# ---- block 1 ----
`config.mk`:
```
export PLATFORM = sky130hd
export DESIGN_NAME = register_file
export DESIGN_NICKNAME = d
export VERILOG_FILES = /design/src/rtl/register_file.sv
export SDC_FILE = /design/constraint.sdc
export NUM_CORES = 2
export LEC_CHECK = 0
export CORE_ASPECT_RATIO = 1.25
export CORE_MARGIN = 5
export CORE_UTILIZATION = 29
export DETAILED_ROUTE_END_ITERATION = 8
export PLACE_DENSITY = 0.52
export SLEW_MARGIN = 15
export SYNTH_ARGS = -nofsm -noshare
export SYNTH_HDL_FRONTEND = slang
export SYNTH_SLANG_ARGS = --single-unit
```
`constraint.sdc`:
```
create_clock -name clk -period 3.05 [get_ports clk]
set_input_delay 0.305 -clock clk [delete_from_list [all_inputs] [get_ports clk]]
set_output_delay 0.305 -clock clk [all_outputs]
set_load 0.01 [all_outputs]
```
`src/rtl/register_file.sv`:
```
// MIPS general-purpose register file: two operand read ports, one debug port, one write port.
// Optional write-through forwarding on the operand ports under REGFILE_WRITE_BYPASS_EN.
module register_file #(
  parameter int DATA_WIDTH = 32,
  parameter int ADDR_WIDTH = 5
) (
  input  logic                  clk,
  input  logic                  rst_n,
  input  logic                  RegWrite,
  input  logic [ADDR_WIDTH-1:0] WriteReg,
  input  logic [DATA_WIDTH-1:0] WriteData,
  input  logic [ADDR_WIDTH-1:0] ReadReg1,
  input  logic [ADDR_WIDTH-1:0] ReadReg2,
  output logic [DATA_WIDTH-1:0] ReadData1,
  output logic [DATA_WIDTH-1:0] ReadData2,
  input  logic [ADDR_WIDTH-1:0] DbgReg,
  output logic [DATA_WIDTH-1:0] DbgData
);

  localparam int DEPTH = 1 << ADDR_WIDTH;

  logic [DATA_WIDTH-1:0] mem [DEPTH];
  logic                  we;
  logic [DATA_WIDTH-1:0] rd1;
  logic [DATA_WIDTH-1:0] rd2;
  logic [DATA_WIDTH-1:0] rdd;

  assign we = RegWrite && (WriteReg != '0);

  // Entry 0 is cleared by reset and never written, so it stays zero.
  always_ff @(posedge clk or negedge rst_n) begin
    if (!rst_n) begin
      for (int i = 0; i < DEPTH; i++) begin
        mem[i] <= '0;
      end
    end else if (we) begin
      mem[WriteReg] <= WriteData;
    end
  end

  always_comb begin
    rd1 = '0;
    rd2 = '0;
    rdd = '0;
    if (ReadReg1 != '0) rd1 = mem[ReadReg1];
    if (ReadReg2 != '0) rd2 = mem[ReadReg2];
    if (DbgReg != '0)   rdd = mem[DbgReg];
  end

`ifdef REGFILE_WRITE_BYPASS_EN
  logic fwd1;
  logic fwd2;

  assign fwd1 = rst_n && we && (WriteReg == ReadReg1);
  assign fwd2 = rst_n && we && (WriteReg == ReadReg2);

  assign ReadData1 = fwd1 ? WriteData : rd1;
  assign ReadData2 = fwd2 ? WriteData : rd2;
`else
  assign ReadData1 = rd1;
  assign ReadData2 = rd2;
`endif

  assign DbgData = rdd;

endmodule

```
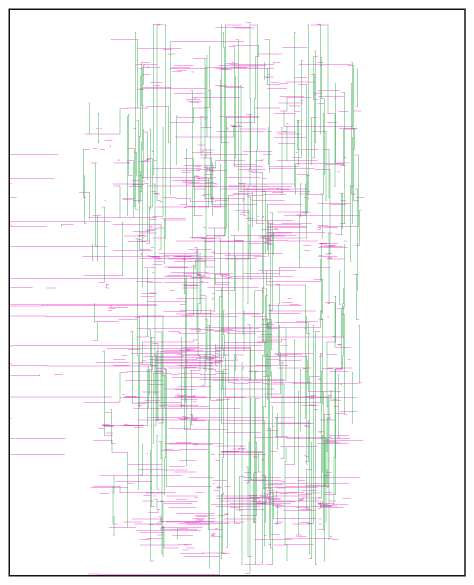
Fig. 1. Wiring by layer (block 1).
Only two layers are drawn.
Key: metal 3 = magenta [wire length 18400 µm]; metal 4 = green [wire length 21.6 mm]

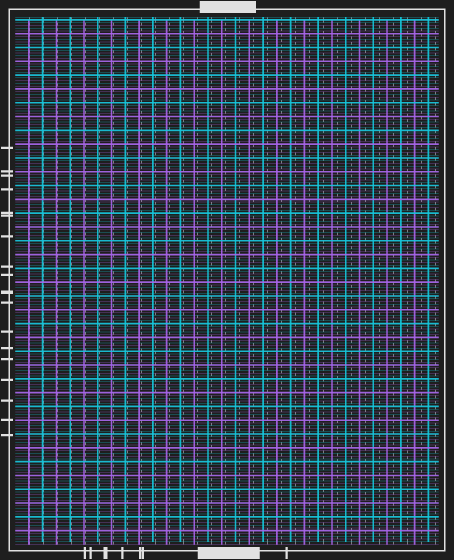
Fig. 2. Floorplan with the power grid (block 1).
Pins as bars on the die edge. Tap cells in grey.
Key: VDD = cyan; VSS = purple
The core has 191 rows. 192 met1 rails follow the rows.

==> results_slide.txt <==
Key Metrics from the Run

Floorplanning
  • Core box area: 217000 µm²
  • Die width: 428 µm
  • # rows: 191
  • Fp util: 29.2%

Setup path
  • Worst setup path end: DbgData[9]
  • Reg-to-reg startpoint: mem[591]
  • Crit. End Element: output port
  • Crit path max-delay cell type: mux4_2
  • Stages on worst setup path: 8
  • RR Endpoint: mem[591]

Power and ir drop
  • Pleak: 31.9 nW

Final layout
  • Max reg flops: 1024
  • Final Instance Area: 76600 µm²
  • Share of layout cells above drive strength 1: 57.8%
  • Top Layout Cells: mux2_2 (1068), dfrtp_1 (1024), mux4_2 (638), buf_4 (465), mux2i_1 (192)
  • Final clock-cell share: 4.64%
  • Top flop regs: mem: 1024 flops

Job
  • Max cap viols: 0

Yosys
  • Top-area cell share: 40.5%
  • Post-synth EDFFs: 0
  • Post-Syn Instances: 4286
  • Simple-Gate Area Share: 1.96%
  • Most area-hungry cell type in the Yosys netlist: dfrtp_1

Clocking
  • Clk slew on worst S/H paths: 0.07 ns
  • Clk sink count: 1024
  • Clock Tree Buf Depth: 3
  • Resize count post-CTS: 308
  • CTS tree: yes

Status
  • Failing checks: negative setup slack
  • Outcome: finished, violations left

Final timing
  • Final Hold Violation Tally: 0
  • Setup TNS Final: -0.0247 ns
  • Final setup fails: 1
  • Setup WS post-layout: -0.0247 ns

Detailed routing
  • Post-DR wirelength/cell: 35.1 µm
  • DRT met1 WL: 101 mm

Placement
  • HPWL after DPL: 181 mm
  • Number of buffers added on ports: 150
  • Placed cells: 7418

Global route
  • Busiest grt layer: met2
  • Initial antenna violation count: 23
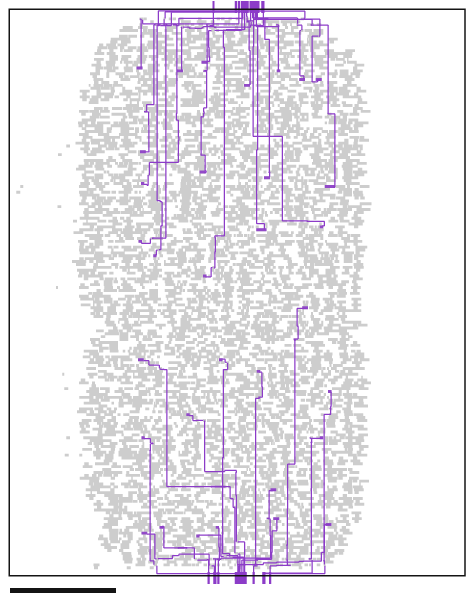
Fig. 3. I/O nets highlighted (block 1).
Bar = 100 µm.
Key: DbgData = purple [bits 32, direction output, edge 17 top, 15 bottom, end cells 32, buffers 52, wire 5850 µm]


# ---- block 2 ----
File: src/rtl/mult_ctrl_fsm.sv
// Sequencer for the 4x4 two-bit-slice multiplier datapath: LOAD, four Horner-order
// partial products (HH, HL, LH, LL), then a one-cycle DONE pulse.
module mult_ctrl_fsm #(
  parameter bit AUTO_RESTART = 1'b0
) (
  input  logic       clk,
  input  logic       rst,
  input  logic       start,
  output logic       ld,
  output logic       acc_clr,
  output logic       s0,
  output logic       s2,
  output logic       s1,
  output logic       busy,
  output logic       done,
  output logic [1:0] step
);

  localparam int unsigned STEP_W = 2;

  typedef enum logic [2:0] {
    IDLE = 3'd0,
    LOAD = 3'd1,
    P_HH = 3'd2,
    P_HL = 3'd3,
    P_LH = 3'd4,
    P_LL = 3'd5,
    DONE = 3'd6
  } state_t;

  state_t              state;
  state_t              state_nxt;
  logic                ld_nxt;
  logic                acc_clr_nxt;
  logic                s0_nxt;
  logic                s2_nxt;
  logic                s1_nxt;
  logic                busy_nxt;
  logic                done_nxt;
  logic [STEP_W-1:0]   step_nxt;

  // State and output registers; outputs are decoded from the next state so they
  // line up with the state they belong to while coming straight off flops.
  always_ff @(posedge clk) begin
    if (!rst) begin
      state   <= IDLE;
      ld      <= 1'b0;
      acc_clr <= 1'b0;
      s0      <= 1'b0;
      s2      <= 1'b0;
      s1      <= 1'b0;
      busy    <= 1'b0;
      done    <= 1'b0;
      step    <= '0;
    end else begin
      state   <= state_nxt;
      ld      <= ld_nxt;
      acc_clr <= acc_clr_nxt;
      s0      <= s0_nxt;
      s2      <= s2_nxt;
      s1      <= s1_nxt;
      busy    <= busy_nxt;
      done    <= done_nxt;
      step    <= step_nxt;
    end
  end

  // Next-state and next-output decode.
  always_comb begin
    state_nxt   = IDLE;
    ld_nxt      = 1'b0;
    acc_clr_nxt = 1'b0;
    s0_nxt      = 1'b0;
    s2_nxt      = 1'b0;
    s1_nxt      = 1'b0;
    busy_nxt    = 1'b0;
    done_nxt    = 1'b0;
    step_nxt    = '0;

    case (state)
      IDLE:    state_nxt = start ? LOAD : IDLE;
      LOAD:    state_nxt = P_HH;
      P_HH:    state_nxt = P_HL;
      P_HL:    state_nxt = P_LH;
      P_LH:    state_nxt = P_LL;
      P_LL:    state_nxt = DONE;
      DONE:    state_nxt = (AUTO_RESTART && start) ? LOAD : IDLE;
      default: state_nxt = IDLE;
    endcase

    // s1 shifts the accumulator before the HL and LL terms (Horner order).
    case (state_nxt)
      LOAD: begin
        ld_nxt      = 1'b1;
        acc_clr_nxt = 1'b1;
        busy_nxt    = 1'b1;
      end
      P_HH: begin
        s0_nxt   = 1'b1;
        s2_nxt   = 1'b1;
        busy_nxt = 1'b1;
        step_nxt = STEP_W'(0);
      end
      P_HL: begin
        s0_nxt   = 1'b1;
        s1_nxt   = 1'b1;
        busy_nxt = 1'b1;
        step_nxt = STEP_W'(1);
      end
      P_LH: begin
        s2_nxt   = 1'b1;
        busy_nxt = 1'b1;
        step_nxt = STEP_W'(2);
      end
      P_LL: begin
        s1_nxt   = 1'b1;
        busy_nxt = 1'b1;
        step_nxt = STEP_W'(3);
      end
      DONE:    done_nxt = 1'b1;
      default: ;
    endcase
  end

endmodule

File: config.mk
export PLATFORM = sky130hd
export DESIGN_NAME = mult_ctrl_fsm
export DESIGN_NICKNAME = d
export VERILOG_FILES = /design/src/rtl/mult_ctrl_fsm.sv
export SDC_FILE = /design/constraint.sdc
export NUM_CORES = 1
export LEC_CHECK = 0
export CORE_AREA = 2 2 39 41
export CTS_CLUSTER_DIAMETER = 60
export DETAILED_ROUTE_END_ITERATION = 8
export DIE_AREA = 0 0 41 43
export PLACE_DENSITY_LB_ADDON = 0.25
export SLEW_MARGIN = 20
export SYNTH_ARGS = -nofsm -noshare
export SYNTH_HDL_FRONTEND = slang
export SYNTH_SLANG_ARGS = --single-unit
File: constraint.sdc
create_clock -name clk -period 1 [get_ports clk]
set_input_delay 0.2 -clock clk [delete_from_list [all_inputs] [get_ports clk]]
set_output_delay 0.2 -clock clk [all_outputs]
set_load 0.01 [all_outputs]
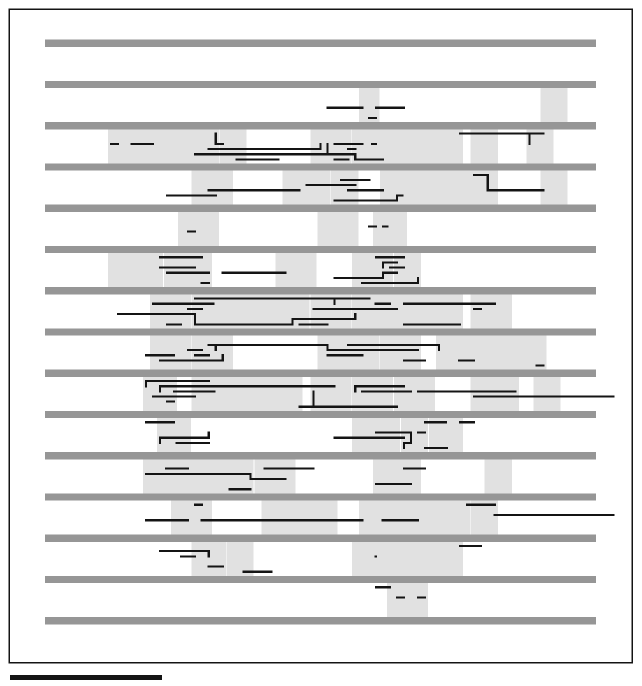
Fig. 4. Metal 1 (block 2).
Bar = 10 µm. Supply wires on this layer in grey.
The layer holds 41% of the routed length. The longest straight run is 11.5 µm. The layer carries 309 µm of wire. The wires run mostly horizontal. 47 nets have wire on it.
grt met1 use: 8.77%
routed vias: 311
drt total wl: 763 µm

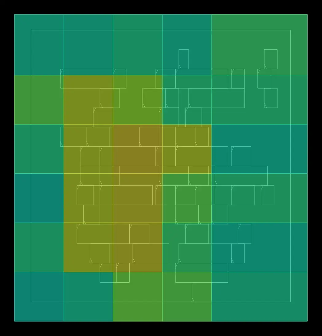
Fig. 5. Routing congestion (block 2).
busiest grt layer: met2
met2 Resource Use GR: 16.9%
final core utilization: 38.4%
GRT Util Overall: 10.3%

==> results_slide.txt <==
Key Metrics from the Run

Floorplanning
  • I/O Pins: 12
  • # rows: 14
  • Die width: 41 µm

Final layout
  • NonClk Buf Share: 22.6%
  • Area-dominant class: flip-flops and latches
  • Top flop regs: state: 3 flops, step: 2 flops
  • Combinational gates: 22
  • Final clock-cell share: 6.82%

Yosys
  • XOR/XNOR Area Share: 4.58%
  • Unique cell types: 16
  • Nets at Floorplan: 40
  • FFs w/ async S/R, synth: 0%
  • Post-Syn Instances: 37
  • Complex Gates by Area: 9.15%
  • Post-synth EDFFs: 0
  • Syn Area/Cell: 10.3 µm²
  • MUX area fraction: 0%

Status
  • Failing checks: negative setup slack
  • Outcome: finished, violations left

Clocking
  • CTS buffer count: 3
  • Clock Tree Buf Depth: 2

Power and ir drop
  • Clock network power share: 38.1%
  • Switching share of power: 22.8%
  • Pleak: 0.252 nW
  • Psw: 0.213 mW
  • Highest-power group: sequential cells

Placement
  • Placed cells: 66

Hold path
  • Hold depth: 3
  • HP Class: in2reg
  • WHS Endpoint: busy

Setup path
  • Worst endpoint required time: 1.16 ns
  • Startpoint types: register
  • R2R Setup Slk: -0.03 ns

Final timing
  • Final setup fails: 1
  • Setup WS post-layout: -0.0337 ns

Job
  • Max cap viols: 0

Global route
  • Initial antenna violation count: 0

Detailed routing
  • DR WL met2: 396 µm

# ---- block 3 ----
Fig. 6: block 3, metal 1
Bar = 20 µm. Supply wires on this layer in grey.
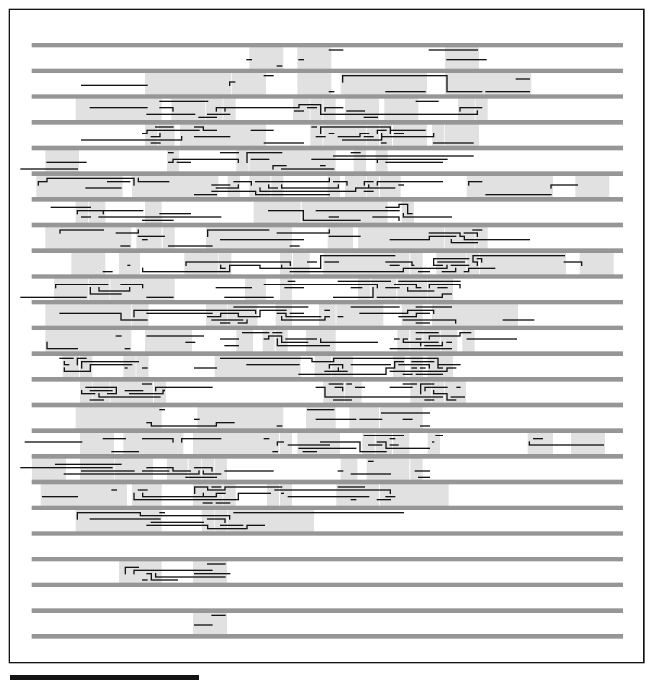
Fig. 7: block 3, wiring by layer
Only two layers are drawn.
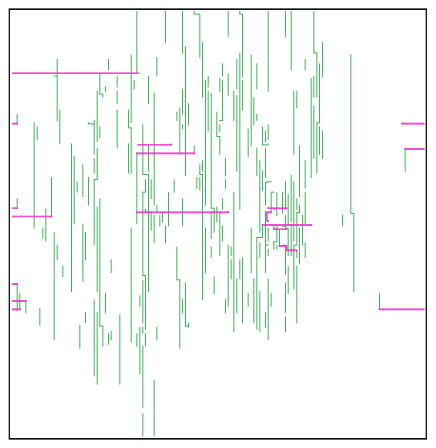
--- src/rtl/div_pkg.sv ---
// Shared definitions for the sequential restoring divider: FSM state encoding
// and the default operand width with its matching step-counter width.
package div_pkg;

    typedef enum logic [1:0] {
        S_IDLE = 2'd0,
        S_RUN  = 2'd1,
        S_DONE = 2'd2
    } state_t;

    localparam int DIV_WIDTH = 4;
    localparam int CNT_W     = $clog2(DIV_WIDTH);

endpackage

--- src/rtl/div_restore_step.sv ---
// One restoring-division row: trial-subtract the divisor from the shifted
// partial remainder and keep the difference only when it is non-negative.
module div_restore_step #(
    parameter int WIDTH = 4
) (
    input  logic [WIDTH-1:0] rem_in,
    input  logic             bit_in,
    input  logic [WIDTH-1:0] divisor,
    output logic [WIDTH-1:0] rem_out,
    output logic             q_bit
);

    logic [WIDTH:0] shifted;
    logic [WIDTH:0] trial;

    // rem_in < divisor keeps both operands below 2*divisor, so bit WIDTH is a clean sign
    assign shifted = {rem_in, bit_in};
    assign trial   = shifted - {1'b0, divisor};
    assign q_bit   = ~trial[WIDTH];
    assign rem_out = q_bit ? trial[WIDTH-1:0] : shifted[WIDTH-1:0];

endmodule

--- src/rtl/seq_restoring_divider.sv ---
// Unsigned sequential restoring divider: one quotient bit per clock, MSB first,
// with a start/done handshake and a divide-by-zero flag.
module seq_restoring_divider
    import div_pkg::*;
#(
    parameter int WIDTH = DIV_WIDTH
) (
    input  logic             clk,
    input  logic             rst_n,
    input  logic             start,
    input  logic [WIDTH-1:0] dividend,
    input  logic [WIDTH-1:0] divisor,
    output logic             busy,
    output logic             done,
    output logic [WIDTH-1:0] quotient,
    output logic [WIDTH-1:0] remainder,
    output logic             div_by_zero
);

    localparam int CW = $clog2(WIDTH);
    localparam logic [CW-1:0] LAST = CW'(WIDTH - 1);

    state_t           state, state_n;
    logic [WIDTH-1:0] dsr;
    logic [WIDTH-1:0] rem_acc;
    logic [WIDTH-1:0] q_acc;
    logic [CW-1:0]    cnt;
    logic [WIDTH-1:0] rem_next;
    logic             q_bit;

    div_restore_step #(.WIDTH(WIDTH)) u_step (
        .rem_in  (rem_acc),
        .bit_in  (q_acc[WIDTH-1]),
        .divisor (dsr),
        .rem_out (rem_next),
        .q_bit   (q_bit)
    );

    always_ff @(posedge clk or negedge rst_n) begin
        if (!rst_n) state <= S_IDLE;
        else        state <= state_n;
    end

    always_comb begin
        state_n = state;
        case (state)
            S_IDLE:  if (start) state_n = (divisor == '0) ? S_DONE : S_RUN;
            S_RUN:   if (cnt == LAST) state_n = S_DONE;
            S_DONE:  state_n = S_IDLE;
            default: state_n = S_IDLE;
        endcase
    end

    always_ff @(posedge clk or negedge rst_n) begin
        if (!rst_n) begin
            dsr         <= '0;
            rem_acc     <= '0;
            q_acc       <= '0;
            cnt         <= '0;
            quotient    <= '0;
            remainder   <= '0;
            div_by_zero <= 1'b0;
        end else begin
            case (state)
                S_IDLE: begin
                    if (start && divisor != '0) begin
                        dsr         <= divisor;
                        rem_acc     <= '0;
                        q_acc       <= dividend;
                        cnt         <= '0;
                        div_by_zero <= 1'b0;
                    end else if (start) begin
                        quotient    <= '1;
                        remainder   <= dividend;
                        div_by_zero <= 1'b1;
                    end
                end
                S_RUN: begin
                    rem_acc <= rem_next;
                    q_acc   <= {q_acc[WIDTH-2:0], q_bit};
                    // Counter stops at the final step instead of wrapping
                    if (cnt == LAST) begin
                        quotient  <= {q_acc[WIDTH-2:0], q_bit};
                        remainder <= rem_next;
                    end else begin
                        cnt <= cnt + 1'b1;
                    end
                end
                default: ;
            endcase
        end
    end

    assign busy = (state == S_RUN);
    assign done = (state == S_DONE);

endmodule

--- config.mk ---
export PLATFORM = sky130hd
export DESIGN_NAME = seq_restoring_divider
export DESIGN_NICKNAME = d
export VERILOG_FILES = /design/src/rtl/div_pkg.sv /design/src/rtl/div_restore_step.sv /design/src/rtl/seq_restoring_divider.sv
export SDC_FILE = /design/constraint.sdc
export NUM_CORES = 1
export LEC_CHECK = 0
export CAP_MARGIN = 10
export CELL_PAD_IN_SITES_DETAIL_PLACEMENT = 0
export CELL_PAD_IN_SITES_GLOBAL_PLACEMENT = 2
export CORE_AREA = 2 2 65 67
export CTS_CLUSTER_DIAMETER = 80
export DETAILED_ROUTE_END_ITERATION = 8
export DIE_AREA = 0 0 67 69
export PLACE_DENSITY = 0.92
export SYNTH_ARGS = -nofsm -noshare
export SYNTH_HDL_FRONTEND = slang
export SYNTH_SLANG_ARGS = --single-unit
--- constraint.sdc ---
create_clock -name clk -period 3.2 [get_ports clk]
set_input_delay 0.8 -clock clk [delete_from_list [all_inputs] [get_ports clk]]
set_output_delay 0.8 -clock clk [all_outputs]
set_load 0.05 [all_outputs]
==> results_slide.txt <==
Key Metrics from the Run

Status
  • Outcome: completed

Final layout
  • Final Instance Area: 1610 µm²
  • Area delta synth->final: 23.0%
  • Non-clock buffer total of the final layout: 23
  • Area-dominant class: flip-flops and latches
  • Sequential Area: 626 µm²

Global route
  • Met3 global-route usage: 2.94%
  • Grt met1 use: 18.3%
  • Total gr overflow: 0

Yosys
  • Top-area cell share: 47.9%
  • MUX area fraction: 1.63%
  • Post-Syn Instances: 139
  • Primary FF master, synth: dfrtp_1
  • Syn Std Cell Area: 1310 µm²
  • Complex Gates by Area: 17.5%
  • Yosys Chip Area: 1310 µm²
  • Nets at Floorplan: 156

Floorplanning
  • Core box area: 3910 µm²
  • Die H: 69 µm

Final timing
  • Setup TNS Final: 0 ns
  • Headroom to the max-slew limit: 66.3%
  • Final Hold Violation Tally: 0

Setup path
  • Startpoint types: register
  • R2R Setup Slk: 1.13 ns
  • Buffers plus inverters on the worst setup path: 2
  • Crit path from: state[1]
  • Worst r2r path cells: 8

Clocking
  • Clk sink count: 25
  • Clk slew on worst S/H paths: 0.09 ns

Power and ir drop
  • Clock group total power: 0.192 mW
  • Total power: 1.93 mW
  • Switching share of power: 49.2%
  • Pleak: 0.695 nW
  • Seq group: 0.575 mW
  • Comb pwr share: 60.3%

Hold path
  • WHS Endpoint: dsr[3]

Job
  • Number of OpenROAD warnings: 26

Detailed routing
  • Drt first-iter violations: 45
  • Met3 WL post-DR: 93 µm
  • Initial DRT Pass Iterations: 4

Placement
  • Gp weighted congestion: 0.729
About Fig. 6:
The layer carries 1320 µm of wire. The layer holds 48% of the routed length. 158 nets have wire on it. The wires run mostly horizontal. The longest straight run is 17.9 µm.

About Fig. 7:
Key: metal 3 = magenta [wire length 93.1 µm]; metal 2 = green [wire length 1290 µm]
GRT Util Overall: 13.3%
drt total wl: 2.72 mm


# ---- block 4 ----
Fig. 8: block 4, routing congestion
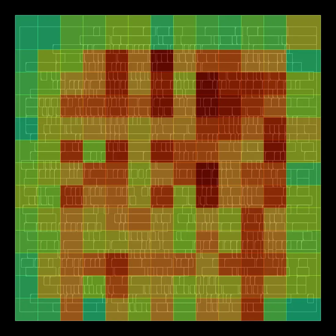
Fig. 9: block 4, metal 1
Bar = 20 µm. Supply wires on this layer in grey.
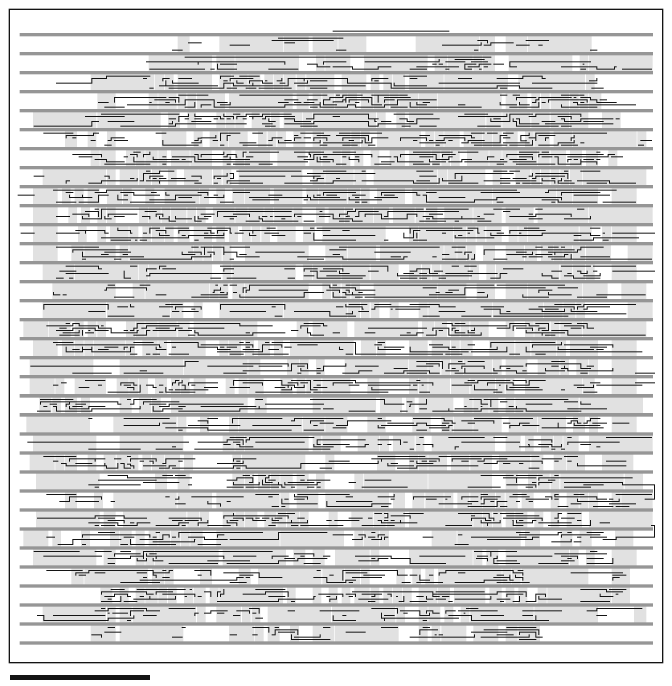
Fig. 10: block 4, I/O nets highlighted
Bar = 20 µm.
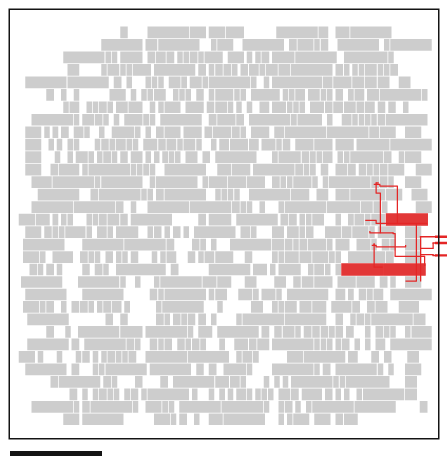
[src/rtl/uart_pkg.sv]
// Shared encodings for the extended UART transmitter: parity modes, serializer states,
// and the smallest bit period the timer supports.
package uart_pkg;

    localparam logic [1:0] PAR_NONE = 2'b00;
    localparam logic [1:0] PAR_EVEN = 2'b01;
    localparam logic [1:0] PAR_ODD  = 2'b10;

    localparam int MIN_DIV = 2;

    typedef enum logic [2:0] {
        IDLE,
        START,
        DATA,
        PARITY,
        STOP
    } tx_state_e;

endpackage

[src/rtl/uart_tx_fifo.sv]
// Single-clock circular FIFO that buffers producer words ahead of the serializer.
// A write while full and a read while empty are ignored.
module uart_tx_fifo #(
    parameter int DW    = 8,
    parameter int DEPTH = 4,
    parameter int CW    = $clog2(DEPTH + 1)
) (
    input  logic          CLK,
    input  logic          RST_X,
    input  logic          wen,
    input  logic [DW-1:0] din,
    input  logic          ren,
    output logic [DW-1:0] dout,
    output logic          full,
    output logic          empty,
    output logic [CW-1:0] count
);

    localparam int AW = $clog2(DEPTH);

    logic [DW-1:0] mem_q [DEPTH];
    logic [DW-1:0] mem_d [DEPTH];
    logic [AW-1:0] wr_ptr_q, wr_ptr_d;
    logic [AW-1:0] rd_ptr_q, rd_ptr_d;
    logic [CW-1:0] count_q, count_d;
    logic          do_wr;
    logic          do_rd;

    assign full  = (count_q == CW'(DEPTH));
    assign empty = (count_q == '0);
    assign count = count_q;
    assign dout  = mem_q[rd_ptr_q];

    always_comb begin
        do_wr    = wen && !full;
        do_rd    = ren && !empty;
        mem_d    = mem_q;
        wr_ptr_d = wr_ptr_q;
        rd_ptr_d = rd_ptr_q;
        count_d  = count_q;
        if (do_wr) begin
            mem_d[wr_ptr_q] = din;
            wr_ptr_d        = wr_ptr_q + 1'b1;
        end
        if (do_rd) begin
            rd_ptr_d = rd_ptr_q + 1'b1;
        end
        // Simultaneous push and pop leaves occupancy unchanged.
        case ({do_wr, do_rd})
            2'b10:   count_d = count_q + 1'b1;
            2'b01:   count_d = count_q - 1'b1;
            default: count_d = count_q;
        endcase
    end

    always_ff @(posedge CLK or negedge RST_X) begin
        if (!RST_X) begin
            for (int i = 0; i < DEPTH; i++) begin
                mem_q[i] <= '0;
            end
            wr_ptr_q <= '0;
            rd_ptr_q <= '0;
            count_q  <= '0;
        end else begin
            mem_q    <= mem_d;
            wr_ptr_q <= wr_ptr_d;
            rd_ptr_q <= rd_ptr_d;
            count_q  <= count_d;
        end
    end

endmodule

[src/rtl/uart_tx_ext.sv]
// UART transmitter with a write FIFO, runtime baud divisor, parity and stop-bit count.
// Line settings are captured when a word is popped, so each frame is self-consistent.
module uart_tx_ext
    import uart_pkg::*;
#(
    parameter int DW    = 8,
    parameter int DEPTH = 4,
    parameter int DIVW  = 16,
    parameter int CW    = $clog2(DEPTH + 1)
) (
    input  logic            CLK,
    input  logic            RST_X,
    input  logic [DIVW-1:0] div,
    input  logic [1:0]      par_mode,
    input  logic            stop2,
    input  logic            wen,
    input  logic [DW-1:0]   din,
    output logic            full,
    output logic [CW-1:0]   count,
    output logic            busy,
    output logic            TX
);

    localparam int BCW = $clog2(DW);

    tx_state_e       state_q, state_d;
    logic [DIVW-1:0] timer_q, timer_d;
    logic [DIVW-1:0] div_q, div_d;
    logic [DW-1:0]   shift_q, shift_d;
    logic [BCW-1:0]  bit_q, bit_d;
    logic            par_en_q, par_en_d;
    logic            par_bit_q, par_bit_d;
    logic            stop2_q, stop2_d;
    logic            tx_q, tx_d;
    logic            busy_q, busy_d;

    logic            pop;
    logic            bit_end;
    logic [DIVW-1:0] div_in_eff;
    logic [DW-1:0]   f_dout;
    logic            f_full;
    logic            f_empty;

    // Producer handshake: a word is taken on any edge with wen=1 and full=0;
    // writes while full are dropped, and a same-cycle pop does not free a slot.
    uart_tx_fifo #(
        .DW   (DW),
        .DEPTH(DEPTH),
        .CW   (CW)
    ) u_fifo (
        .CLK  (CLK),
        .RST_X(RST_X),
        .wen  (wen),
        .din  (din),
        .ren  (pop),
        .dout (f_dout),
        .full (f_full),
        .empty(f_empty),
        .count(count)
    );

    assign full = f_full;
    assign busy = busy_q;
    assign TX   = tx_q;

    always_comb begin
        div_in_eff = (div < DIVW'(MIN_DIV)) ? DIVW'(MIN_DIV) : div;
        bit_end    = (timer_q == '0);
        pop        = 1'b0;
        state_d    = state_q;
        timer_d    = timer_q;
        div_d      = div_q;
        shift_d    = shift_q;
        bit_d      = bit_q;
        par_en_d   = par_en_q;
        par_bit_d  = par_bit_q;
        stop2_d    = stop2_q;

        if (state_q != IDLE) begin
            timer_d = bit_end ? (div_q - 1'b1) : (timer_q - 1'b1);
        end

        case (state_q)
            IDLE: begin
                if (!f_empty) pop = 1'b1;
            end
            START: begin
                if (bit_end) state_d = DATA;
            end
            DATA: begin
                if (bit_end) begin
                    shift_d = shift_q >> 1;
                    if (bit_q == BCW'(DW - 1)) begin
                        bit_d   = '0;
                        state_d = par_en_q ? PARITY : STOP;
                    end else begin
                        bit_d = bit_q + 1'b1;
                    end
                end
            end
            PARITY: begin
                if (bit_end) begin
                    bit_d   = '0;
                    state_d = STOP;
                end
            end
            STOP: begin
                // bit_q counts completed stop periods; the next frame is popped in the last one.
                if (bit_end) begin
                    if (stop2_q && (bit_q == '0)) begin
                        bit_d = 1'b1;
                    end else if (!f_empty) begin
                        pop = 1'b1;
                    end else begin
                        state_d = IDLE;
                    end
                end
            end
            default: state_d = IDLE;
        endcase

        if (pop) begin
            state_d   = START;
            shift_d   = f_dout;
            div_d     = div_in_eff;
            timer_d   = div_in_eff - 1'b1;
            bit_d     = '0;
            stop2_d   = stop2;
            par_bit_d = (par_mode == PAR_ODD) ^ (^f_dout);
            case (par_mode)
                PAR_EVEN, PAR_ODD: par_en_d = 1'b1;
                PAR_NONE:          par_en_d = 1'b0;
                default:           par_en_d = 1'b0;
            endcase
        end

        case (state_q)
            START:   tx_d = 1'b0;
            DATA:    tx_d = shift_q[0];
            PARITY:  tx_d = par_bit_q;
            default: tx_d = 1'b1;
        endcase

        busy_d = (state_q != IDLE) || !f_empty || (wen && !f_full);
    end

    always_ff @(posedge CLK or negedge RST_X) begin
        if (!RST_X) begin
            state_q   <= IDLE;
            timer_q   <= '0;
            div_q     <= DIVW'(MIN_DIV);
            shift_q   <= '0;
            bit_q     <= '0;
            par_en_q  <= 1'b0;
            par_bit_q <= 1'b0;
            stop2_q   <= 1'b0;
            tx_q      <= 1'b1;
            busy_q    <= 1'b0;
        end else begin
            state_q   <= state_d;
            timer_q   <= timer_d;
            div_q     <= div_d;
            shift_q   <= shift_d;
            bit_q     <= bit_d;
            par_en_q  <= par_en_d;
            par_bit_q <= par_bit_d;
            stop2_q   <= stop2_d;
            tx_q      <= tx_d;
            busy_q    <= busy_d;
        end
    end

endmodule

[config.mk]
export PLATFORM = sky130hd
export DESIGN_NAME = uart_tx_ext
export DESIGN_NICKNAME = d
export VERILOG_FILES = /design/src/rtl/uart_pkg.sv /design/src/rtl/uart_tx_fifo.sv /design/src/rtl/uart_tx_ext.sv
export SDC_FILE = /design/constraint.sdc
export NUM_CORES = 1
export LEC_CHECK = 0
export ABC_AREA = 1
export CORE_UTILIZATION = 59
export CTS_CLUSTER_DIAMETER = 80
export DETAILED_ROUTE_END_ITERATION = 8
export PLACE_DENSITY = 0.8
export RECOVER_POWER = 50
export SETUP_SLACK_MARGIN = 0.4
export SYNTH_ARGS = -nofsm -noshare
export SYNTH_HDL_FRONTEND = slang
export SYNTH_SLANG_ARGS = --single-unit
[constraint.sdc]
create_clock -name CLK -period 2.77 [get_ports CLK]
set_clock_uncertainty 0.05 [all_clocks]
set_input_delay 0.4155 -clock CLK [delete_from_list [all_inputs] [get_ports CLK]]
set_output_delay 0.4155 -clock CLK [all_outputs]
set_load 0.005 [all_outputs]
==> results_slide.txt <==
Key Metrics from the Run

Status
  • Outcome: completed

Power and ir drop
  • Pwr/cell area: 1400 nW/µm²
  • Psw: 4.00 mW
  • Combinational power: 5.09 mW
  • Seq group: 2.39 mW
  • Pleak: 2.90 nW
  • Clock group total power: 1.03 mW

Hold path
  • HP Class: in2async

Placement
  • Dpl ws: -0.0162 ns
  • Number of buffers added on ports: 35
  • HPWL after DPL: 8.16 mm

Yosys
  • Syn Area/Cell: 7.72 µm²
  • Sequential-to-total area share from yosys stat: 45.9%
  • Top logic family: simple AND/OR/NAND/NOR gates
  • MUX area fraction: 0%
  • Post-synth EDFFs: 0
  • XOR/XNOR Area Share: 2.32%
  • Synth cell count leaders: nand2_1 (173), o21ai_0 (90), dfrtp_1 (88), inv_1 (72), nor2_1 (58)

Global route
  • Global-route wire length before repair: 20.1 mm
  • Largest net degree at the start of global routing: 52
  • Total gr overflow: 0
  • Vias in the first global route: 4269

Detailed routing
  • Drt first-iter violations: 339
  • DR DRC count: 0
  • Highest metal used: met4
  • DR WL met2: 6.35 mm

Floorplanning
  • # rows: 32
  • Tap cells: 102
  • Die H: 93.3 µm

Final layout
  • Comb/total area: 41.7%
  • Share of layout cells above drive strength 1: 18.5%
  • Sequential portion of the cell area: 37.0%
  • Final Net Count: 739
  • NonClk Buf Share: 10.9%
  • Top flop regs: u_fifo.mem_q: 32 flops, div_q: 16 flops, timer_q: 16 flops
  • Sequential Area: 2250 µm²
  • Final Instance Area: 6100 µm²

Final timing
  • Final slew viol count: 0

Clocking
  • Number of setup buffers added after CTS: 5

Setup path
  • Critical-path cell list: inv_2 > ha_4 > nand2_2 > nor2_4 > nor2_4 > nand3_2 > nand2_4 > buf_6 > nand4_1 > nand2_2 > inv_2 > ha_4 > nand3_4 > nor2_4 > nand2_1 > nand2_1 > nand3_1 > nand2_1
  • Reg-to-reg startpoint: bit_q[0]
About Fig. 8:
busiest grt layer: met2
met3 global-route usage: 3.82%
final core utilization: 77.3%
post-DR wirelength/cell: 16.2 µm
grt met1 use: 41.8%

About Fig. 9:
683 nets have wire on it. The longest straight run is 58.6 µm. The layer holds 42% of the routed length.

About Fig. 10:
Key: count = red [bits 3, direction output, edge right, end cells 3, buffers 3, wire 111 µm]


Power is estimated from default activity; no workload was simulated.
